######## block 1 ########
Figure 1. Sizing map (block 1).
The bar under the picture is 20 um long.
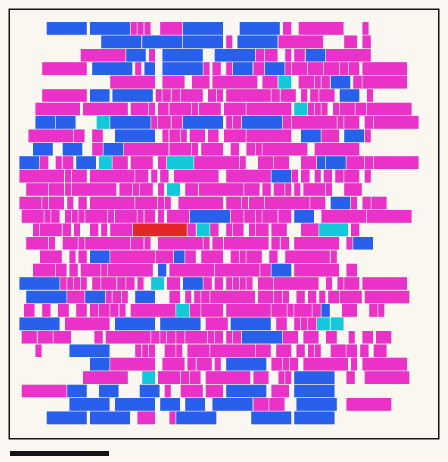

[src/rtl/draw_pkg.sv]
// Shared constants and types for the scene-drawing datapath.
package draw_pkg;

   localparam int unsigned SCREEN_W = 320;
   localparam int unsigned SCREEN_H = 240;

   localparam logic [2:0] BACK    = 3'b000;
   localparam logic [2:0] CITY    = 3'b010;
   localparam logic [2:0] MISSILE = 3'b101;
   localparam logic [2:0] DEFAULT = 3'b111;

   typedef enum logic [1:0] {
      IDLE,
      LATCH,
      DRAW,
      DONE
   } draw_state_t;

   // Index width that stays legal for a single requester.
   function automatic int unsigned idx_w(input int unsigned n);
      return (n > 1) ? $clog2(n) : 1;
   endfunction

endpackage

[src/rtl/draw_arbiter_rr_arbiter.sv]
// Combinational round-robin pick: first asserted request at or after i_ptr, wrapping.
module rr_arbiter
   import draw_pkg::*;
#(
   parameter int unsigned N_REQ = 4,
   parameter int unsigned IDX_W = idx_w(N_REQ)
) (
   input  logic [N_REQ-1:0] i_req,
   input  logic [IDX_W-1:0] i_ptr,
   output logic [N_REQ-1:0] o_onehot,
   output logic [IDX_W-1:0] o_idx
);

   int unsigned w_j;
   logic        w_found;

   always_comb begin
      o_onehot = '0;
      o_idx    = '0;
      w_found  = 1'b0;
      w_j      = 0;
      for (int unsigned k = 0; k < N_REQ; k++) begin
         w_j = (32'(i_ptr) + k) % N_REQ;
         if (!w_found && i_req[IDX_W'(w_j)]) begin
            w_found                 = 1'b1;
            o_onehot[IDX_W'(w_j)]   = 1'b1;
            o_idx                   = IDX_W'(w_j);
         end
      end
   end

endmodule

[src/rtl/draw_arbiter.sv]
// Round-robin owner of the VGA write port; rasterises one clipped filled rectangle per grant.
module draw_arbiter
   import draw_pkg::*;
#(
   parameter int unsigned N_REQ   = 4,
   parameter int unsigned X_W     = 9,
   parameter int unsigned Y_W     = 8,
   parameter int unsigned COLOR_W = 3
) (
   input  logic                     clk,
   input  logic                     rst,
   input  logic [N_REQ-1:0]         req,
   input  logic [N_REQ*X_W-1:0]     cmd_x0,
   input  logic [N_REQ*X_W-1:0]     cmd_x1,
   input  logic [N_REQ*Y_W-1:0]     cmd_y0,
   input  logic [N_REQ*Y_W-1:0]     cmd_y1,
   input  logic [N_REQ*COLOR_W-1:0] cmd_color,
   output logic [N_REQ-1:0]         gnt,
   output logic [N_REQ-1:0]         done,
   output logic                     busy,
   output logic [X_W-1:0]           x,
   output logic [Y_W-1:0]           y,
   output logic [COLOR_W-1:0]       color,
   output logic                     plot
);

   localparam int unsigned IDX_W = idx_w(N_REQ);
   localparam logic [X_W-1:0] X_MAX = X_W'(SCREEN_W - 1);
   localparam logic [Y_W-1:0] Y_MAX = Y_W'(SCREEN_H - 1);

   draw_state_t        r_state;
   logic [IDX_W-1:0]   r_ptr;
   logic [IDX_W-1:0]   r_idx;
   logic [X_W-1:0]     r_x0;
   logic [X_W-1:0]     r_xe;
   logic [Y_W-1:0]     r_ye;

   logic [N_REQ-1:0]   w_onehot;
   logic [IDX_W-1:0]   w_idx;

   logic [X_W-1:0]     w_x0_a [N_REQ];
   logic [X_W-1:0]     w_x1_a [N_REQ];
   logic [Y_W-1:0]     w_y0_a [N_REQ];
   logic [Y_W-1:0]     w_y1_a [N_REQ];
   logic [COLOR_W-1:0] w_c_a  [N_REQ];

   logic [X_W-1:0]     w_x0, w_x1, w_xe;
   logic [Y_W-1:0]     w_y0, w_y1, w_ye;
   logic [COLOR_W-1:0] w_color;
   logic               w_empty;
   logic               w_last;

   rr_arbiter #(.N_REQ(N_REQ), .IDX_W(IDX_W)) u_rr (
      .i_req    (req),
      .i_ptr    (r_ptr),
      .o_onehot (w_onehot),
      .o_idx    (w_idx)
   );

   for (genvar g = 0; g < N_REQ; g++) begin : g_unpack
      assign w_x0_a[g] = cmd_x0[g*X_W +: X_W];
      assign w_x1_a[g] = cmd_x1[g*X_W +: X_W];
      assign w_y0_a[g] = cmd_y0[g*Y_W +: Y_W];
      assign w_y1_a[g] = cmd_y1[g*Y_W +: Y_W];
      assign w_c_a[g]  = cmd_color[g*COLOR_W +: COLOR_W];
   end

   // Granted command, clipped to the visible screen.
   assign w_x0    = w_x0_a[r_idx];
   assign w_x1    = w_x1_a[r_idx];
   assign w_y0    = w_y0_a[r_idx];
   assign w_y1    = w_y1_a[r_idx];
   assign w_color = w_c_a[r_idx];
   assign w_xe    = (w_x1 > X_MAX) ? X_MAX : w_x1;
   assign w_ye    = (w_y1 > Y_MAX) ? Y_MAX : w_y1;
   assign w_empty = (w_x0 > w_xe) || (w_y0 > w_ye);
   assign w_last  = (x == r_xe) && (y == r_ye);

   // x/y outputs double as the raster cursor: they always hold the pixel on the bus.
   always_ff @(posedge clk or negedge rst) begin
      if (!rst) begin
         r_state <= IDLE;
         r_ptr   <= '0;
         r_idx   <= '0;
         r_x0    <= '0;
         r_xe    <= '0;
         r_ye    <= '0;
         gnt     <= '0;
         done    <= '0;
         busy    <= 1'b0;
         x       <= '0;
         y       <= '0;
         color   <= '0;
         plot    <= 1'b0;
      end else begin
         case (r_state)
            IDLE: begin
               if (|req) begin
                  r_state <= LATCH;
                  gnt     <= w_onehot;
                  r_idx   <= w_idx;
                  busy    <= 1'b1;
               end
            end
            LATCH: begin
               r_x0  <= w_x0;
               r_xe  <= w_xe;
               r_ye  <= w_ye;
               color <= w_color;
               x     <= w_x0;
               y     <= w_y0;
               if (w_empty) begin
                  r_state <= DONE;
                  gnt     <= '0;
                  done    <= gnt;
               end else begin
                  r_state <= DRAW;
                  plot    <= 1'b1;
               end
            end
            DRAW: begin
               if (w_last) begin
                  r_state <= DONE;
                  plot    <= 1'b0;
                  gnt     <= '0;
                  done    <= gnt;
               end else if (x == r_xe) begin
                  x <= r_x0;
                  y <= y + 1'b1;
               end else begin
                  x <= x + 1'b1;
               end
            end
            DONE: begin
               r_state <= IDLE;
               done    <= '0;
               busy    <= 1'b0;
               r_ptr   <= (r_idx == IDX_W'(N_REQ - 1)) ? '0 : r_idx + 1'b1;
            end
            default: r_state <= IDLE;
         endcase
      end
   end

endmodule

[config.mk]
export PLATFORM = sky130hd
export DESIGN_NAME = draw_arbiter
export DESIGN_NICKNAME = d
export VERILOG_FILES = /design/src/rtl/draw_pkg.sv /design/src/rtl/draw_arbiter_rr_arbiter.sv /design/src/rtl/draw_arbiter.sv
export SDC_FILE = /design/constraint.sdc
export NUM_CORES = 1
export LEC_CHECK = 0
export CORE_MARGIN = 1.5
export CORE_UTILIZATION = 71
export CTS_BUF_LIST = sky130_fd_sc_hd__clkbuf_4
export DETAILED_ROUTE_END_ITERATION = 10
export DONT_BUFFER_PORTS = 1
export PLACE_DENSITY = 0.95
export RECOVER_POWER = 100
export SETUP_SLACK_MARGIN = 0.2
export SYNTH_ARGS = -nofsm -noshare
export SYNTH_HDL_FRONTEND = slang
export SYNTH_SLANG_ARGS = --single-unit
[constraint.sdc]
create_clock -name clk -period 9.8 [get_ports clk]
set_input_delay 1.96 -clock clk [delete_from_list [all_inputs] [get_ports clk]]
set_output_delay 1.96 -clock clk [all_outputs]
set_load 0.005 [all_outputs]
######## block 2 ########
$ cat src/rtl/regfile_port_sched.sv
// Access scheduler for a 32x32 register unit with two read ports and one write port.
// Port A carries either the rs1 read address or the write-back address, so at most one
// operation (operand read, ALU write-back or load write-back) is issued per cycle.
//
// Ports:
//   clk, rst                      clock, asynchronous active-low reset
//   rd_req_*                      operand read request from decode (valid/ready, rs1, rs2, tag)
//   rd_rsp_*                      operand response (single-cycle valid pulse, data, echoed tag)
//   wb0_* / wb1_*                 write-back requests from the ALU / load unit
//   rf_address_a/b, rf_in_a,
//   rf_wren_a                     registered drive into the register unit
//   rf_out_a/b                    registered read data from the register unit
module regfile_port_sched #(
  parameter int unsigned STARVE_LIMIT = 4,
  parameter int unsigned TAG_W        = 4
) (
  input  logic             clk,
  input  logic             rst,
  input  logic             rd_req_valid,
  output logic             rd_req_ready,
  input  logic [4:0]       rd_rs1,
  input  logic [4:0]       rd_rs2,
  input  logic [TAG_W-1:0] rd_tag,
  output logic             rd_rsp_valid,
  output logic [31:0]      rd_rsp_rs1,
  output logic [31:0]      rd_rsp_rs2,
  output logic [TAG_W-1:0] rd_rsp_tag,
  input  logic             wb0_valid,
  output logic             wb0_ready,
  input  logic [4:0]       wb0_rd,
  input  logic [31:0]      wb0_data,
  input  logic             wb1_valid,
  output logic             wb1_ready,
  input  logic [4:0]       wb1_rd,
  input  logic [31:0]      wb1_data,
  output logic [4:0]       rf_address_a,
  output logic [4:0]       rf_address_b,
  output logic [31:0]      rf_in_a,
  output logic             rf_wren_a,
  input  logic [31:0]      rf_out_a,
  input  logic [31:0]      rf_out_b
);

  localparam logic [3:0] LIMIT = 4'(STARVE_LIMIT);

  logic [3:0]       starve_cnt_q, starve_cnt_d;
  logic             rr_q, rr_d;          // 0: wb0 has priority next, 1: wb1
  logic             at_limit, force_rd, any_wb;
  logic             rd_fire, wb0_fire, wb1_fire;

  // Read tag/valid follow the unit's address register and output register stages.
  logic             s1_valid_q, s2_valid_q;
  logic [TAG_W-1:0] s1_tag_q, s2_tag_q;

  always_comb begin
    at_limit = (starve_cnt_q == LIMIT);
    force_rd = rd_req_valid && at_limit;
    any_wb   = wb0_valid || wb1_valid;

    // Each ready looks only at the other requesters' valids and local state.
    rd_req_ready = at_limit || !any_wb;
    wb0_ready    = !force_rd && (!rr_q || !wb1_valid);
    wb1_ready    = !force_rd && (rr_q || !wb0_valid);

    rd_fire  = rd_req_valid && rd_req_ready;
    wb0_fire = wb0_valid && wb0_ready;
    wb1_fire = wb1_valid && wb1_ready;

    starve_cnt_d = starve_cnt_q;
    if (!rd_req_valid || rd_fire) begin
      starve_cnt_d = '0;
    end else if ((wb0_fire || wb1_fire) && !at_limit) begin
      starve_cnt_d = starve_cnt_q + 4'd1;
    end

    rr_d = rr_q;
    if (wb0_fire) begin
      rr_d = 1'b1;
    end else if (wb1_fire) begin
      rr_d = 1'b0;
    end
  end

  always_ff @(posedge clk or negedge rst) begin
    if (!rst) begin
      starve_cnt_q <= '0;
      rr_q         <= 1'b0;
    end else begin
      starve_cnt_q <= starve_cnt_d;
      rr_q         <= rr_d;
    end
  end

  // Register-unit drive. Addresses hold when idle; writes to x0 are accepted but suppressed.
  always_ff @(posedge clk or negedge rst) begin
    if (!rst) begin
      rf_address_a <= '0;
      rf_address_b <= '0;
      rf_in_a      <= '0;
      rf_wren_a    <= 1'b0;
    end else begin
      rf_wren_a <= 1'b0;
      if (rd_fire) begin
        rf_address_a <= rd_rs1;
        rf_address_b <= rd_rs2;
      end else if (wb0_fire) begin
        rf_address_a <= wb0_rd;
        rf_in_a      <= wb0_data;
        rf_wren_a    <= |wb0_rd;
      end else if (wb1_fire) begin
        rf_address_a <= wb1_rd;
        rf_in_a      <= wb1_data;
        rf_wren_a    <= |wb1_rd;
      end
    end
  end

  always_ff @(posedge clk or negedge rst) begin
    if (!rst) begin
      s1_valid_q   <= 1'b0;
      s1_tag_q     <= '0;
      s2_valid_q   <= 1'b0;
      s2_tag_q     <= '0;
      rd_rsp_valid <= 1'b0;
      rd_rsp_tag   <= '0;
    end else begin
      s1_valid_q   <= rd_fire;
      s1_tag_q     <= rd_fire ? rd_tag : s1_tag_q;
      s2_valid_q   <= s1_valid_q;
      s2_tag_q     <= s1_tag_q;
      rd_rsp_valid <= s2_valid_q;
      rd_rsp_tag   <= s2_tag_q;
    end
  end

  // Operand data comes straight from the unit's output registers; gating keeps it at zero
  // whenever no response is being presented (including during reset).
  assign rd_rsp_rs1 = rd_rsp_valid ? rf_out_a : '0;
  assign rd_rsp_rs2 = rd_rsp_valid ? rf_out_b : '0;

endmodule

$ cat config.mk
export PLATFORM = sky130hd
export DESIGN_NAME = regfile_port_sched
export DESIGN_NICKNAME = d
export VERILOG_FILES = /design/src/rtl/regfile_port_sched.sv
export SDC_FILE = /design/constraint.sdc
export NUM_CORES = 1
export LEC_CHECK = 0
export CORE_ASPECT_RATIO = 0.7
export CORE_MARGIN = 10
export CORE_UTILIZATION = 36
export CTS_BUF_LIST = sky130_fd_sc_hd__clkbuf_2
export DETAILED_ROUTE_END_ITERATION = 16
export PLACE_DENSITY = 0.88
export SLEW_MARGIN = 20
export SYNTH_ARGS = -nofsm -noshare
export SYNTH_HDL_FRONTEND = slang
export SYNTH_SLANG_ARGS = --single-unit
export TNS_END_PERCENT = 30
$ cat constraint.sdc
create_clock -name clk -period 2.31 [get_ports clk]
set_input_delay 0.3465 -clock clk [delete_from_list [all_inputs] [get_ports clk]]
set_output_delay 0.3465 -clock clk [all_outputs]
set_load 0.01 [all_outputs]
######## block 3 ########
`config.mk`:
```
export PLATFORM = sky130hd
export DESIGN_NAME = lr_sum_accum
export DESIGN_NICKNAME = d
export VERILOG_FILES = /design/src/rtl/lr_sum_accum_pkg.sv /design/src/rtl/lr_mac.sv /design/src/rtl/lr_sum_accum.sv
export SDC_FILE = /design/constraint.sdc
export NUM_CORES = 1
export LEC_CHECK = 0
export ABC_AREA = 0
export CORE_ASPECT_RATIO = 0.8
export CORE_MARGIN = 2
export CORE_UTILIZATION = 54
export DETAILED_ROUTE_END_ITERATION = 8
export PLACE_DENSITY = 0.78
export SETUP_SLACK_MARGIN = 0.5
export SLEW_MARGIN = 0
export SYNTH_ARGS = -nofsm -noshare
export SYNTH_HDL_FRONTEND = slang
export SYNTH_SLANG_ARGS = --single-unit
export TNS_END_PERCENT = 50
```
`constraint.sdc`:
```
create_clock -name clk -period 4.9 [get_ports clk]
set_input_delay 0.735 -clock clk [delete_from_list [all_inputs] [get_ports clk]]
set_output_delay 0.735 -clock clk [all_outputs]
set_load 0.01 [all_outputs]
```
`src/rtl/lr_sum_accum_pkg.sv`:
```
// ---------------------------------------------------------------------------
// lr_sum_accum_pkg
//   Shared definitions for the linear-regression sum accumulator slice:
//   default datapath widths (shared with the sample memory and slope stage)
//   and the sequencer state encodings (3 bits, legacy-compatible values).
// ---------------------------------------------------------------------------
package lr_sum_accum_pkg;

  localparam int unsigned LR_DATA_W = 8;
  localparam int unsigned LR_ADDR_W = 4;

  localparam logic [2:0] ST_IDLE = 3'd0;
  localparam logic [2:0] ST_AX   = 3'd1;
  localparam logic [2:0] ST_AY   = 3'd2;
  localparam logic [2:0] ST_ACC  = 3'd3;
  localparam logic [2:0] ST_FIN  = 3'd4;

  function automatic bit lr_is_pow2(input int unsigned v);
    return (v != 0) && ((v & (v - 1)) == 0);
  endfunction

endpackage

```
`src/rtl/lr_mac.sv`:
```
// ---------------------------------------------------------------------------
// lr_mac
//   Unsigned multiply-accumulate: acc += a*b when en_i, acc <= 0 when clr_i
//   (clear wins). The full-width product is zero-extended to ACC_W before
//   the add. ACC_W must be at least 2*IN_W.
// Ports
//   clk, rst_n  clock, asynchronous active-low reset
//   clr_i       synchronous clear of the accumulator
//   en_i        accumulate a_i*b_i this cycle
//   a_i, b_i    IN_W-bit unsigned operands
//   acc_o       ACC_W-bit accumulator value
// ---------------------------------------------------------------------------
module lr_mac #(
  parameter int unsigned IN_W  = 8,
  parameter int unsigned ACC_W = 19
) (
  input  logic              clk,
  input  logic              rst_n,
  input  logic              clr_i,
  input  logic              en_i,
  input  logic [IN_W-1:0]   a_i,
  input  logic [IN_W-1:0]   b_i,
  output logic [ACC_W-1:0]  acc_o
);

  logic [2*IN_W-1:0] prod;
  logic [ACC_W-1:0]  acc_q, acc_d;

  always_comb begin
    prod  = (2*IN_W)'(a_i) * (2*IN_W)'(b_i);
    acc_d = acc_q;
    if (clr_i) begin
      acc_d = '0;
    end else if (en_i) begin
      acc_d = acc_q + ACC_W'(prod);
    end
  end

  always_ff @(posedge clk or negedge rst_n) begin
    if (!rst_n) begin
      acc_q <= '0;
    end else begin
      acc_q <= acc_d;
    end
  end

  assign acc_o = acc_q;

endmodule

```
`src/rtl/lr_sum_accum.sv`:
```
// ---------------------------------------------------------------------------
// lr_sum_accum
//   Read-side sequencer and accumulator. On an accepted start it reads
//   N_SAMPLES (x,y) pairs (x_i at address 2i, y_i at 2i+1, read data valid one
//   cycle after the address) and accumulates Sx, Sy, Sxy, Sxx. A one-cycle
//   done pulse marks the sums final; they hold until the next accepted start.
//   Sequence per pair: AX (addr 2i), AY (addr 2i+1, latch x), ACC (add).
// Ports
//   clk, rst_n      clock, asynchronous active-low reset (aborts a run)
//   start           begin a run; sampled only in IDLE
//   mem_addr        memory read address (holds when idle, 0 after reset)
//   mem_wr          memory write enable, constant 0
//   mem_rdata       memory read data
//   busy            high from start accept until done
//   done            one-cycle pulse, sums final
//   sum_x, sum_y    DATA_W+CNT_W sums
//   sum_xy, sum_xx  2*DATA_W+CNT_W sums
// Optional feature (macro LR_MEAN_EN)
//   mean_x, mean_y  Sx, Sy >> log2(N_SAMPLES), valid with done;
//                   N_SAMPLES must then be a power of two.
// ---------------------------------------------------------------------------
module lr_sum_accum
  import lr_sum_accum_pkg::*;
#(
  parameter int unsigned DATA_W    = LR_DATA_W,
  parameter int unsigned ADDR_W    = LR_ADDR_W,
  parameter int unsigned N_SAMPLES = 4,
  parameter int unsigned CNT_W     = 3
) (
  input  logic                      clk,
  input  logic                      rst_n,
  input  logic                      start,
  output logic [ADDR_W-1:0]         mem_addr,
  output logic                      mem_wr,
  input  logic [DATA_W-1:0]         mem_rdata,
  output logic                      busy,
  output logic                      done,
  output logic [DATA_W+CNT_W-1:0]   sum_x,
  output logic [DATA_W+CNT_W-1:0]   sum_y,
  output logic [2*DATA_W+CNT_W-1:0] sum_xy,
  output logic [2*DATA_W+CNT_W-1:0] sum_xx
`ifdef LR_MEAN_EN
  ,
  output logic [DATA_W-1:0]         mean_x,
  output logic [DATA_W-1:0]         mean_y
`endif
);

  localparam int unsigned SUM_W = DATA_W + CNT_W;
  localparam int unsigned PRD_W = 2 * DATA_W + CNT_W;
  // Pair index needs at least one bit even when N_SAMPLES=1 permits CNT_W=0.
  localparam int unsigned IDX_W = (CNT_W < 1) ? 1 : CNT_W;
  localparam logic [IDX_W-1:0] LAST_IDX = IDX_W'(N_SAMPLES - 1);

  logic [2:0]        state_q, state_d;
  logic [IDX_W-1:0]  cnt_q, cnt_d, cnt_inc;
  logic [ADDR_W-1:0] addr_q, addr_d;
  logic [DATA_W-1:0] x_q, x_d;
  logic [SUM_W-1:0]  sx_q, sx_d, sy_q, sy_d;
  logic              mac_clr, mac_en;

  assign cnt_inc = cnt_q + IDX_W'(1);

  // mem_addr is a register loaded one state ahead so that it shows 2i in AX
  // and 2i+1 in AY, and simply holds outside a run.
  always_comb begin
    state_d = state_q;
    cnt_d   = cnt_q;
    addr_d  = addr_q;
    x_d     = x_q;
    sx_d    = sx_q;
    sy_d    = sy_q;
    mac_clr = 1'b0;
    mac_en  = 1'b0;
    case (state_q)
      ST_IDLE: begin
        if (start) begin
          mac_clr = 1'b1;
          cnt_d   = '0;
          sx_d    = '0;
          sy_d    = '0;
          addr_d  = '0;
          state_d = ST_AX;
        end
      end
      ST_AX: begin
        addr_d  = ADDR_W'({cnt_q, 1'b1});
        state_d = ST_AY;
      end
      ST_AY: begin
        x_d     = mem_rdata;
        state_d = ST_ACC;
      end
      ST_ACC: begin
        mac_en = 1'b1;
        sx_d   = sx_q + SUM_W'(x_q);
        sy_d   = sy_q + SUM_W'(mem_rdata);
        if (cnt_q == LAST_IDX) begin
          state_d = ST_FIN;
        end else begin
          cnt_d   = cnt_inc;
          addr_d  = ADDR_W'({cnt_inc, 1'b0});
          state_d = ST_AX;
        end
      end
      ST_FIN: begin
        state_d = ST_IDLE;
      end
      default: begin
        state_d = ST_IDLE;
      end
    endcase
  end

  always_ff @(posedge clk or negedge rst_n) begin
    if (!rst_n) begin
      state_q <= ST_IDLE;
      cnt_q   <= '0;
      addr_q  <= '0;
      x_q     <= '0;
      sx_q    <= '0;
      sy_q    <= '0;
    end else begin
      state_q <= state_d;
      cnt_q   <= cnt_d;
      addr_q  <= addr_d;
      x_q     <= x_d;
      sx_q    <= sx_d;
      sy_q    <= sy_d;
    end
  end

  lr_mac #(
    .IN_W  (DATA_W),
    .ACC_W (PRD_W)
  ) u_mac_xy (
    .clk   (clk),
    .rst_n (rst_n),
    .clr_i (mac_clr),
    .en_i  (mac_en),
    .a_i   (x_q),
    .b_i   (mem_rdata),
    .acc_o (sum_xy)
  );

  lr_mac #(
    .IN_W  (DATA_W),
    .ACC_W (PRD_W)
  ) u_mac_xx (
    .clk   (clk),
    .rst_n (rst_n),
    .clr_i (mac_clr),
    .en_i  (mac_en),
    .a_i   (x_q),
    .b_i   (x_q),
    .acc_o (sum_xx)
  );

  assign mem_addr = addr_q;
  assign mem_wr   = 1'b0;
  assign busy     = (state_q == ST_AX) || (state_q == ST_AY) || (state_q == ST_ACC);
  assign done     = (state_q == ST_FIN);
  assign sum_x    = sx_q;
  assign sum_y    = sy_q;

`ifdef LR_MEAN_EN
  localparam int unsigned MEAN_SH = $clog2(N_SAMPLES);

  generate
    if (!lr_is_pow2(N_SAMPLES)) begin : g_bad_n
      $error("lr_sum_accum: N_SAMPLES must be a power of two when LR_MEAN_EN is defined");
    end
  endgenerate

  logic [DATA_W-1:0] mean_x_q, mean_y_q;

  // Loaded from the final next-state sums on the ACC->FIN edge so the means
  // are already valid in the done cycle.
  always_ff @(posedge clk or negedge rst_n) begin
    if (!rst_n) begin
      mean_x_q <= '0;
      mean_y_q <= '0;
    end else if (state_q == ST_ACC && cnt_q == LAST_IDX) begin
      mean_x_q <= DATA_W'(sx_d >> MEAN_SH);
      mean_y_q <= DATA_W'(sy_d >> MEAN_SH);
    end
  end

  assign mean_x = mean_x_q;
  assign mean_y = mean_y_q;
`endif

endmodule

```
######## block 4 ########
## config.mk

```make
export PLATFORM = sky130hd
export DESIGN_NAME = op_sequencer_flat
export DESIGN_NICKNAME = d
export VERILOG_FILES = /design/src/rtl/op_sequencer_if.sv /design/src/rtl/op_sequencer.sv /design/src/flat_wrapper.sv
export SDC_FILE = /design/constraint.sdc
export NUM_CORES = 1
export LEC_CHECK = 0
export CAP_MARGIN = 20
export CORE_ASPECT_RATIO = 2
export CORE_MARGIN = 10
export CORE_UTILIZATION = 40
export DETAILED_ROUTE_END_ITERATION = 8
export GPL_TIMING_DRIVEN = 0
export PLACE_DENSITY_LB_ADDON = 0.12
export SLEW_MARGIN = 20
export SYNTH_ARGS = -nofsm -noshare
export SYNTH_HDL_FRONTEND = slang
export SYNTH_SLANG_ARGS = --single-unit
```

## constraint.sdc

```tcl
create_clock -name clock -period 5.61 [get_ports clock]
set_clock_uncertainty 0.1 [all_clocks]
set_input_delay 1.122 -clock clock [delete_from_list [all_inputs] [get_ports clock]]
set_output_delay 1.122 -clock clock [all_outputs]
set_load 0.1 [all_outputs]
```

## src/rtl/op_sequencer_if.sv

```systemverilog
// Handshake/bus bundle between the operand sequencer and its environment.
// The slave modport is the sequencer's view; master is the driving side.
interface op_sequencer_if #(
  parameter int unsigned ENTRIES = 16
);
  localparam int unsigned AW = $clog2(ENTRIES);

  logic          wr_en;
  logic [AW-1:0] wr_addr;
  logic [21:0]   wr_data;
  logic [AW:0]   count;
  logic          start;
  logic [31:0]   exit;

  logic [5:0]    opc;
  logic [5:0]    func;
  logic [4:0]    Number1;
  logic [4:0]    Number2;
  logic          core_reset;
  logic          res_valid;
  logic [31:0]   res_data;
  logic [AW-1:0] res_index;
  logic          busy;
  logic          done;

  modport master (
    output wr_en, wr_addr, wr_data, count, start, exit,
    input  opc, func, Number1, Number2, core_reset,
           res_valid, res_data, res_index, busy, done
  );

  modport slave (
    input  wr_en, wr_addr, wr_data, count, start, exit,
    output opc, func, Number1, Number2, core_reset,
           res_valid, res_data, res_index, busy, done
  );
endinterface

```

## src/rtl/op_sequencer.sv

```systemverilog
// Steps a CPU core through a table of operand sets: reset the core, let it
// settle, capture its result, then move on to the next entry.
module op_sequencer #(
  parameter int unsigned ENTRIES       = 16,
  parameter int unsigned RST_CYCLES    = 2,
  parameter int unsigned SETTLE_CYCLES = 8
) (
  input  logic         clock,
  input  logic         reset,
  op_sequencer_if.slave bus
);

  localparam int unsigned AW   = $clog2(ENTRIES);
  localparam int unsigned CW   = AW + 1;
  localparam int unsigned MAXC = (RST_CYCLES > SETTLE_CYCLES) ? RST_CYCLES : SETTLE_CYCLES;
  localparam int unsigned PW   = (MAXC < 2) ? 1 : $clog2(MAXC);

  localparam logic [PW-1:0] RST_LAST    = PW'(RST_CYCLES - 1);
  localparam logic [PW-1:0] SETTLE_LAST = PW'(SETTLE_CYCLES - 1);
  localparam logic [CW-1:0] COUNT_MAX   = CW'(ENTRIES);

  typedef struct packed {
    logic [5:0] opc;
    logic [5:0] func;
    logic [4:0] number1;
    logic [4:0] number2;
  } entry_t;

  typedef enum logic [2:0] {
    IDLE,
    RST,
    RUN,
    CAPTURE,
    DONE
  } state_t;

  state_t          state_q, state_nxt;
  logic [PW-1:0]   phase_q, phase_nxt;
  logic [AW-1:0]   idx_q, idx_nxt;
  logic [CW-1:0]   cnt_q, cnt_nxt;
  entry_t          op_q, op_nxt;
  logic            core_reset_q, core_reset_nxt;
  logic            busy_q, busy_nxt;
  logic            done_q, done_nxt;
  logic            res_valid_q, res_valid_nxt;
  logic [31:0]     res_data_q, res_data_nxt;
  logic [AW-1:0]   res_index_q, res_index_nxt;

  entry_t          entry_mem [ENTRIES];
  logic [AW-1:0]   idx_inc;
  logic            last_entry;

  // Operand table: deliberately not reset, and frozen while a run is active.
  always_ff @(posedge clock) begin
    if (bus.wr_en && !busy_q) begin
      entry_mem[bus.wr_addr] <= entry_t'(bus.wr_data);
    end
  end

  always_ff @(posedge clock or posedge reset) begin
    if (reset) begin
      state_q <= IDLE;
    end else begin
      state_q <= state_nxt;
    end
  end

  assign idx_inc    = idx_q + AW'(1);
  assign last_entry = ({1'b0, idx_q} == (cnt_q - CW'(1)));

  always_comb begin
    state_nxt     = state_q;
    phase_nxt     = phase_q;
    idx_nxt       = idx_q;
    cnt_nxt       = cnt_q;
    op_nxt        = op_q;
    res_valid_nxt = 1'b0;
    res_data_nxt  = res_data_q;
    res_index_nxt = res_index_q;

    case (state_q)
      IDLE: begin
        if (bus.start) begin
          if (bus.count == '0) begin
            state_nxt = DONE;
          end else begin
            cnt_nxt   = (bus.count > COUNT_MAX) ? COUNT_MAX : bus.count;
            idx_nxt   = '0;
            op_nxt    = entry_mem[0];
            phase_nxt = '0;
            state_nxt = RST;
          end
        end
      end

      RST: begin
        if (phase_q == RST_LAST) begin
          phase_nxt = '0;
          state_nxt = RUN;
        end else begin
          phase_nxt = phase_q + PW'(1);
        end
      end

      RUN: begin
        if (phase_q == SETTLE_LAST) begin
          phase_nxt = '0;
          state_nxt = CAPTURE;
        end else begin
          phase_nxt = phase_q + PW'(1);
        end
      end

      // Result is taken from the core on the edge that leaves CAPTURE.
      CAPTURE: begin
        res_valid_nxt = 1'b1;
        res_data_nxt  = bus.exit;
        res_index_nxt = idx_q;
        if (last_entry) begin
          state_nxt = DONE;
        end else begin
          idx_nxt   = idx_inc;
          op_nxt    = entry_mem[idx_inc];
          phase_nxt = '0;
          state_nxt = RST;
        end
      end

      DONE: begin
        state_nxt = IDLE;
      end

      default: begin
        state_nxt = IDLE;
      end
    endcase

    // Status outputs are registered copies of the state being entered.
    busy_nxt       = (state_nxt != IDLE);
    done_nxt       = (state_nxt == DONE);
    core_reset_nxt = !((state_nxt == RUN) || (state_nxt == CAPTURE));
  end

  always_ff @(posedge clock or posedge reset) begin
    if (reset) begin
      phase_q      <= '0;
      idx_q        <= '0;
      cnt_q        <= '0;
      op_q         <= '0;
      core_reset_q <= 1'b1;
      busy_q       <= 1'b0;
      done_q       <= 1'b0;
      res_valid_q  <= 1'b0;
      res_data_q   <= '0;
      res_index_q  <= '0;
    end else begin
      phase_q      <= phase_nxt;
      idx_q        <= idx_nxt;
      cnt_q        <= cnt_nxt;
      op_q         <= op_nxt;
      core_reset_q <= core_reset_nxt;
      busy_q       <= busy_nxt;
      done_q       <= done_nxt;
      res_valid_q  <= res_valid_nxt;
      res_data_q   <= res_data_nxt;
      res_index_q  <= res_index_nxt;
    end
  end

  assign bus.opc        = op_q.opc;
  assign bus.func       = op_q.func;
  assign bus.Number1    = op_q.number1;
  assign bus.Number2    = op_q.number2;
  assign bus.core_reset = core_reset_q;
  assign bus.busy       = busy_q;
  assign bus.done       = done_q;
  assign bus.res_valid  = res_valid_q;
  assign bus.res_data   = res_data_q;
  assign bus.res_index  = res_index_q;

endmodule

```

## src/flat_wrapper.sv

```systemverilog
// flat-port wrapper written by rule: the top's interface ports become plain ports
module op_sequencer_flat 
#(
  parameter int unsigned ENTRIES       = 16,
  parameter int unsigned RST_CYCLES    = 2,
  parameter int unsigned SETTLE_CYCLES = 8
)
  (clock, reset, bus_wr_en, bus_wr_addr, bus_wr_data, bus_count, bus_start, bus_exit, bus_opc, bus_func, bus_Number1, bus_Number2, bus_core_reset, bus_res_valid, bus_res_data, bus_res_index, bus_busy, bus_done);
  op_sequencer_if #(.ENTRIES(ENTRIES)) bus_i ();
  input  logic clock;
  input  logic reset;
  input wire logic [$bits(bus_i.wr_en)-1:0] bus_wr_en;
  input wire logic [$bits(bus_i.wr_addr)-1:0] bus_wr_addr;
  input wire logic [$bits(bus_i.wr_data)-1:0] bus_wr_data;
  input wire logic [$bits(bus_i.count)-1:0] bus_count;
  input wire logic [$bits(bus_i.start)-1:0] bus_start;
  input wire logic [$bits(bus_i.exit)-1:0] bus_exit;
  output wire logic [$bits(bus_i.opc)-1:0] bus_opc;
  output wire logic [$bits(bus_i.func)-1:0] bus_func;
  output wire logic [$bits(bus_i.Number1)-1:0] bus_Number1;
  output wire logic [$bits(bus_i.Number2)-1:0] bus_Number2;
  output wire logic [$bits(bus_i.core_reset)-1:0] bus_core_reset;
  output wire logic [$bits(bus_i.res_valid)-1:0] bus_res_valid;
  output wire logic [$bits(bus_i.res_data)-1:0] bus_res_data;
  output wire logic [$bits(bus_i.res_index)-1:0] bus_res_index;
  output wire logic [$bits(bus_i.busy)-1:0] bus_busy;
  output wire logic [$bits(bus_i.done)-1:0] bus_done;
  assign bus_i.wr_en = bus_wr_en;
  assign bus_i.wr_addr = bus_wr_addr;
  assign bus_i.wr_data = bus_wr_data;
  assign bus_i.count = bus_count;
  assign bus_i.start = bus_start;
  assign bus_i.exit = bus_exit;
  assign bus_opc = bus_i.opc;
  assign bus_func = bus_i.func;
  assign bus_Number1 = bus_i.Number1;
  assign bus_Number2 = bus_i.Number2;
  assign bus_core_reset = bus_i.core_reset;
  assign bus_res_valid = bus_i.res_valid;
  assign bus_res_data = bus_i.res_data;
  assign bus_res_index = bus_i.res_index;
  assign bus_busy = bus_i.busy;
  assign bus_done = bus_i.done;
  op_sequencer #(.ENTRIES(ENTRIES), .RST_CYCLES(RST_CYCLES), .SETTLE_CYCLES(SETTLE_CYCLES)) u_core (.clock(clock), .reset(reset), .bus(bus_i));
endmodule
```

Figure 2. Clock network drawn from the DEF (block 2).
The bar under the picture is 50 um long.
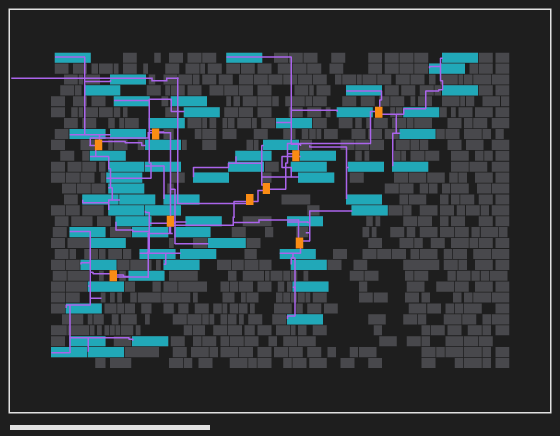
[purple] clock wires | length: 839 um
[orange] cells driving clock nets | count: 9
[cyan] flip-flops | count: 63
routed clock nets: 10
clock latency (worst-skew pair): 500 ps
clk_skew: 16.7 ps

Figure 3. Sequential cells grouped by signal name (block 2).
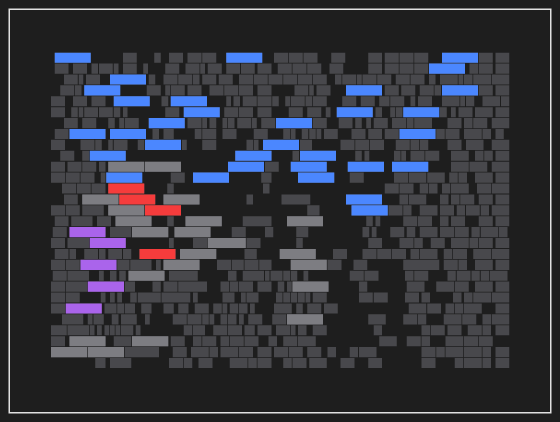
| colour | name in the netlist | placed flops |
|---|---|---|
| red | `s2_tag_q` | 4 |
| purple | `rf_address_b` | 5 |
| blue | `rf_in_a` | 32 |
not coloured: 22
flop share of the area: 24.6%
Flop area: 1580 sq um
Util after Layout: 70.9%

==> flow_summary.ini, block 2 <==
; flow metrics
[die]
die_y_um = 100
core_area_sq_um = 9030

[synthesis]
synth_nets = 480
yosys-dominant-comb-family = simple AND/OR/NAND/NOR gates
ys_ff = 63
ys_chip_area_sq_um = 3320
ys_async_sr_fraction_pct = 100

[detailed_routing]
vias = 3420
highest_layer = met5
wl_met3_um = 1460
vias_per_cell = 4.71
drt_iter0_drc = 87
drtPass1Iterations = 4
wl_met2_um = 8040

[finish]
fin_nets = 752
final_common_cell = clkdlybuf4s50_1
fin_area_sq_um = 6410
area_growth_pct = 93.2
lay_top_cells = clkdlybuf4s50_1 (212), and2_1 (64), dfrtp_1 (62)
final_layout_size_suffix_gt1_share_pct = 8.19

[clock_network]
cts_made_buffers = 9
cts_num_sinks = 63
holdBufCountCts = 1
cts_buffer_depth = 2
cts.reportedPaths.clkPinSlew_ps = 190

[outcome]
outcome = completed

[grt]
antenna_found_initial = 5
grt_max_degree = 66
grt_pass1_vias = 3538
met3_usage_pct = 9.28

[flow_run]
warnings = 27

[sta]
hold_violations = 0
[block 2: path summary, 6_finish.rpt]
kind	startpoint	to	slack, ps	depth (start not counted)
worst max-delay path	rd_rsp_valid$_DFF_PN0_	rd_rsp_rs1[20]	110	3
worst min-delay path	rst	rf_in_a[4]$_DFFE_PN0P_	350	2
worst max register to register	starve_cnt_q[0]$_DFFE_PN0P_	rf_in_a[26]$_DFFE_PN0P_	540	7
worst min register to register	s2_valid_q$_DFF_PN0_	rd_rsp_valid$_DFF_PN0_	380	0
max in group asynchronous	rst	rf_in_a[14]$_DFFE_PN0P_	1330	3
min in group clk	s2_valid_q$_DFF_PN0_	rd_rsp_valid$_DFF_PN0_	380	0
[block 2: cell type report]
class	instances	area (sq um)
timing repair buffer	283	2990
fill	651	2630
sequential	63	1580
multi-input combinational	226	1540
tap	124	155
clock inverter	7	48.8
clock buffer	9	45.0
inverter	10	37.5
antenna	4	10.0
Figure 4. The metal 4 layer (block 1).
Supply wires on this layer in grey.
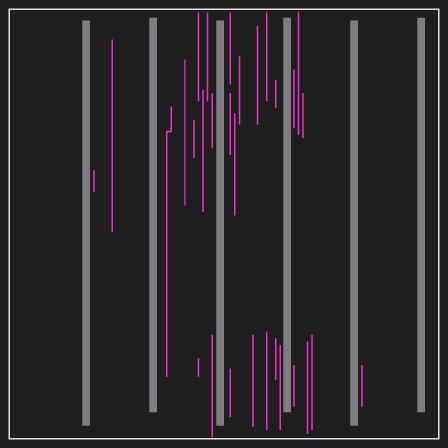
share of all routed wire: 3.7%
wire length on this layer: 504 um
Routed WL: 13800 um
Via Count: 4163

Notes on Figure 1 above:
| colour | size | cells | share |
|---|---|---|---|
| magenta | drive 1 or less | 379 | 81% |
| blue | drive 2 | 76 | 16% |
| cyan | drive 3 to 4 | 13 | 2.8% |
| red | drive 6 and up | 1 | 0.21% |
post-route worst setup slack: 4560 ps
final instance area: 5100 sq um

==> flow_summary.ini, block 1 <==
; flow metrics
[die]
pin_count = 184
core_area_sq_um = 6790

[hold_path]
min_to = r_x0[4]$_DFFE_PN0N_
hold_class = reg2reg

[placed_design]
gp_congestion = 1.06

[finish]
inverters = 23

[critical_path]
cp_max_fo = 21

[sta]
slew_headroom_pct = -57.1
hold_violations = 0
drv_slew = 37

[grt]
grt_pass1_wl_um = 20900

[synthesis]
top_cells_by_count = dfrtp_1 (62), nand2_1 (43), nor2_1 (40)
syn_avg_cell_area_sq_um = 10.4
ys_ff = 62
yosysWarnings = 0

[flow_run]
max_cap_violations = 2

[outcome]
violations = capacitance limit, slew limit
outcome = finished, violations left

[detailed_routing]
post-route-drc-count = 0
[block 1: flip-flops by register name, summed over array words and instances, names as in the netlist]
| register | cells |
|---|---|
| y | 8 |
| x | 9 |
| r_ye | 8 |
| r_xe | 9 |
| color | 3 |
| r_idx | 2 |
| gnt | 4 |
| busy | 1 |
| r_ptr | 2 |
| plot | 1 |
| done | 4 |
| r_x0 | 9 |
| r_state | 2 |
[block 1: logic make-up (layout without fill, tap and decap cells)]
family | after synthesis | after routing | synth area share, %
and+or+nand+nor | 140 | 140 | 13.3
AOI/OAI and AO/OA | 85 | 85 | 11.1
muxes | 84 | 84 | 27.6
DFF | 62 | 62 | 31.2
buffers and inverters | 49 | 42 | 4.50
adders and majority gates | 32 | 32 | 8.05
xor gates and xnor gates | 24 | 24 | 4.23
other | 0 | 5 | 0
[block 1: critical path, stage by stage, from the launching register on]
cell and delay, ps:
dfrtp_1 1090, clkbuf_1 1180, mux4_2 450, inv_1 90
nor2_1 380, nor2_1 160, ha_1 350, nand4_1 130
or3_1 370, o211ai_1 130, nand3_1 150, nand4b_1 280
mux2_2 370
Figure 5. Sizing map (block 4).
The bar under the picture is 50 um long.
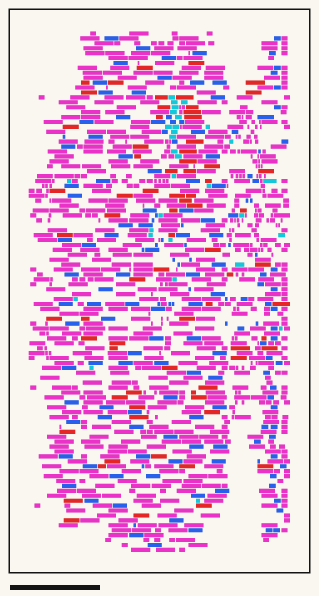
| colour | size | cells | share |
|---|---|---|---|
| red | drive 6 and up | 73 | 6.9% |
| magenta | drive 1 or less | 796 | 75% |
| blue | drive 2 | 160 | 15% |
| cyan | drive 3 to 4 | 30 | 2.8% |
Non-Clock Buffer Count: 196
final instance area: 20700 sq um
post-route worst setup slack: 2180 ps
P&R area growth vs syn: 22.6%

==> flow_summary.ini, block 4 <==
; flow metrics
[synthesis]
ys_chip_area_sq_um = 16900
yosysWarnings = 0
top_cell = edfxtp_1
synth_nets = 907
top_area_share_pct = 62.5
ys_async_sr_fraction_pct = 17.9

[critical_path]
cp_top_family = buffers and inverters
crit_required_ps = 4390

[clock_network]
tritoncts = done

[grt]
overflow = 0
grt_max_degree = 49
grt_pass1_wl_um = 62000

[sta]
period_minus_slack_ps = 3430
worst_pin_slew_ps = 1030

[detailed_routing]
routed_wl_um = 42800
vias_per_cell = 5.36

[die]
rows = 106

[outcome]
outcome = completed
## block 4: through the flow
stage	worst slack, ps	TNS [ps]	utilization, %	hold WS (ps)
after floorplan	1870	0	-	376
after global placement	-1010	-53960	45.1	389
after detailed placement	1750	0	46.4	394
after CTS	2120	0	49.6	409
after global routing	2060	0	49.6	415
final	2180	0	49.6	404
## block 4: area by class of cell
type	instances	area share, %
Clock buffer	54	5.32
Tap cell	540	3.26
Clock inverter	18	1.13
Timing Repair Buffer	152	8.15
Multi-Input combinational cell	351	20.5
Sequential cell	429	60.3
Inverter	11	0.211
Buffer	44	1.09
## block 4: metal layers
metal | share of wire [%] | routed length (um) | up-vias | track usage, %
met5 | 0 | 0 | - | 0
met4 | 2.7 | 1160 | 0 | 5.20
met3 | 5.3 | 2250 | 69 | 2.83
met2 | 57 | 24300 | 263 | 31.3
met1 | 35 | 15000 | 4482 | 17.9
li1 | - | - | 3764 | -
Figure 6. The metal 4 layer (block 3).
Supply wires on this layer in grey.
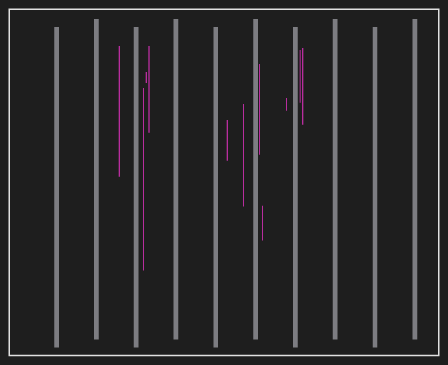
wire length on this layer: 277 um
longest straight run: 61.9 um
main direction: vertical
Via Count: 7092
Routed WL: 20900 um

Figure 7. Clock nets (block 3).
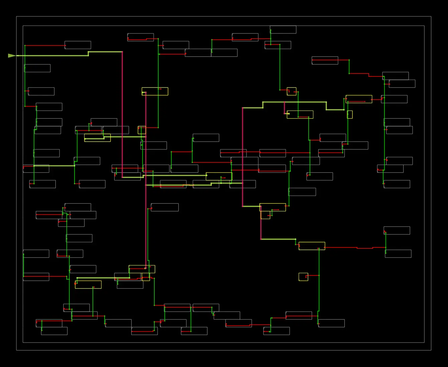
clock latency (worst-skew pair): 360 ps
Clock Sink Count: 78
clk_skew: 5.08 ps
# clk buffers: 9

==> flow_summary.ini, block 3 <==
; flow metrics
[critical_path]
crit_required_ps = 5190
r2r_start = x_q[0]$_DFFE_PN0P_
crit_cells = 16
worstRegToRegCells = 16
critPathLaunchType = flip-flop
cp_max_fo = 7

[clock_network]
cts-root-buf = clkbuf_16
tritoncts = done
cts_resized = 69
cts.htree.levels = 3
cts_buffer_depth = 2
postCtsSetupBuffers = 19

[grt]
grt_pass1_wl_um = 34700
grt_pass1_vias = 7060

[detailed_routing]
postRouteAntennaNets = 0
post_drt_wl_per_cell_um = 15.7
vias_per_cell = 5.33

[outcome]
outcome = completed

[finish]
final-clk-cell-share_pct = 2.51
area_growth_pct = 24.3
fin_area_sq_um = 10800
final-comb-area_sq_um = 6290
finalNonFillerCells = 1330
num-nonclk-buffers = 155
inverters = 178

[placed_design]
placed_area_sq_um = 10100
port_buffers = 76
dp_worst_setup_slack_ps = -452

[flow_run]
max_cap_violations = 0

[die]
die_area_sq_um = 17100
pin_count = 78

[sta]
layout_setup_ws_ps = 541
worst_pin_slew_ps = 1070
period_minus_slack_ps = 4360

[synthesis]
ys_seq_share_pct = 22.4
syn-cell-area_sq_um = 8700
top_cells_by_count = inv_1 (178), nand2_1 (130), ha_1 (101)
synth-main-ff-cell = dfrtp_1
yosysCellCount = 979
## block 3: layout by cell type (no fill, tap or decap), drive strengths merged, types with 24 or more instances in the layout
cell / netlist / routed
and2: 53 / 53
o21ai: 62 / 62
a21oi: 45 / 45
inv: 178 / 180
fa: 91 / 91
xor2: 24 / 24
nor2: 29 / 29
dfrtp: 78 / 78
clkdlybuf4s50: 0 / 67
nand2: 130 / 130
buf: 8 / 87
ha: 101 / 101
## block 3: kinds of logic (layout without fill, tap and decap cells)
logic type | count (synthesis) | in the layout | synth area share (%)
compound gates | 180 | 180 | 12.8
xor+xnor | 43 | 43 | 4.33
fa+ha+maj | 192 | 192 | 35.5
buf+inv | 212 | 348 | 9.29
flops | 78 | 78 | 22.4
mux | 11 | 11 | 1.34
other cells | 1 | 1 | 0.0431
simple gates | 262 | 262 | 14.3
## block 3: layer usage
| metal | vias up | global-route usage (%) | share of wire [%] |
|---|---|---|---|
| li1 | 3405 | - | - |
| met1 | 3485 | 35.8 | 46 |
| met2 | 177 | 40.7 | 47 |
| met3 | 25 | 4.57 | 6.0 |
| met4 | 0 | 4.78 | 1.3 |
| met5 | - | 0 | 0 |


==> screenshots <==
Clock network drawn from the DEF.
panel A
The bar under the picture is 20 um long.
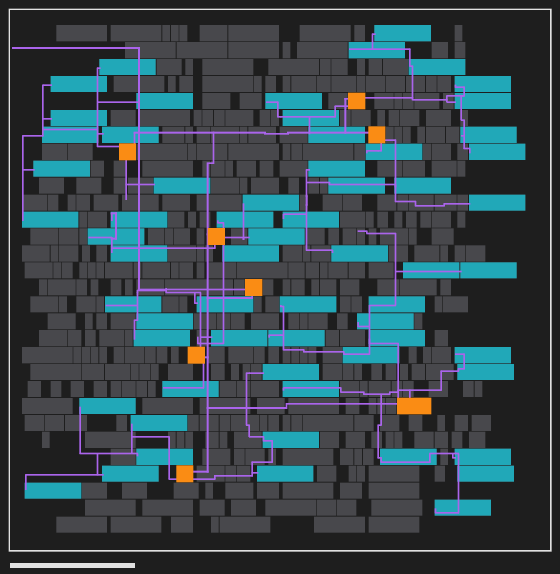
panel B
The bar under the picture is 50 um long.
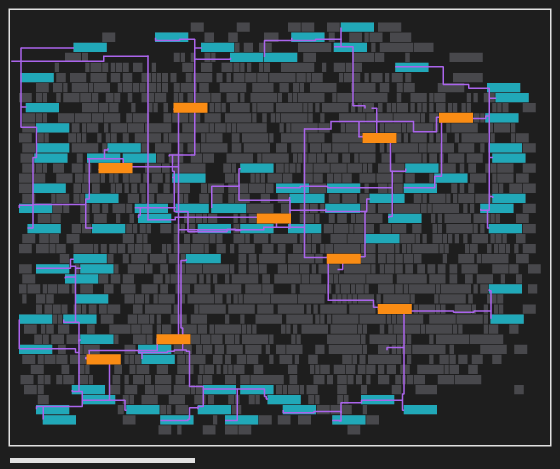
panel C
The bar under the picture is 50 um long.
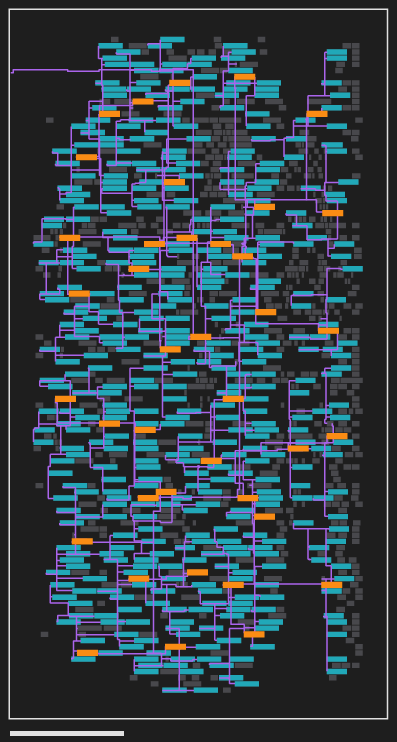
The one with the smallest die is panel A.
The one with the most sequential cells is panel C.
| from | picture |
|---|---|
| block 3 | panel B |
| block 1 | panel A |
| block 4 | panel C |

Key to panel B:
[orange] cells driving clock nets | count: 9
[purple] clock wires | length: 1320 um
[cyan] flip-flops | count: 78
routed clock nets: 10


==> notes/layouts.md <==
Pictures saved along the way, in no particular order.

Clock nets.
image #1
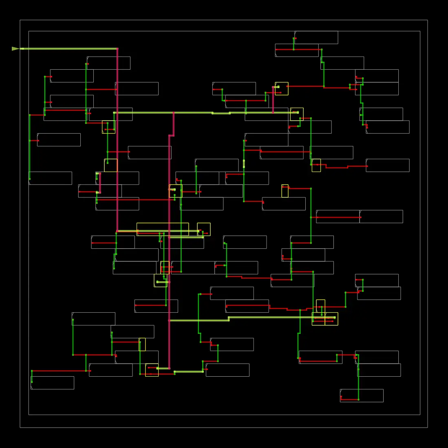
image #2
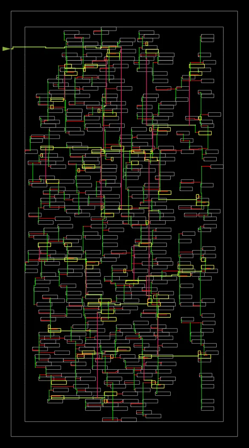
image #3
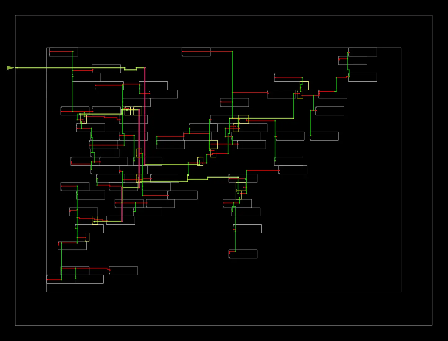
| from | picture |
|---|---|
| block 4 | image #2 |
| block 2 | image #3 |
| block 1 | image #1 |
Of these, most sequential cells: image #2
Of these, most clock buffers: image #2

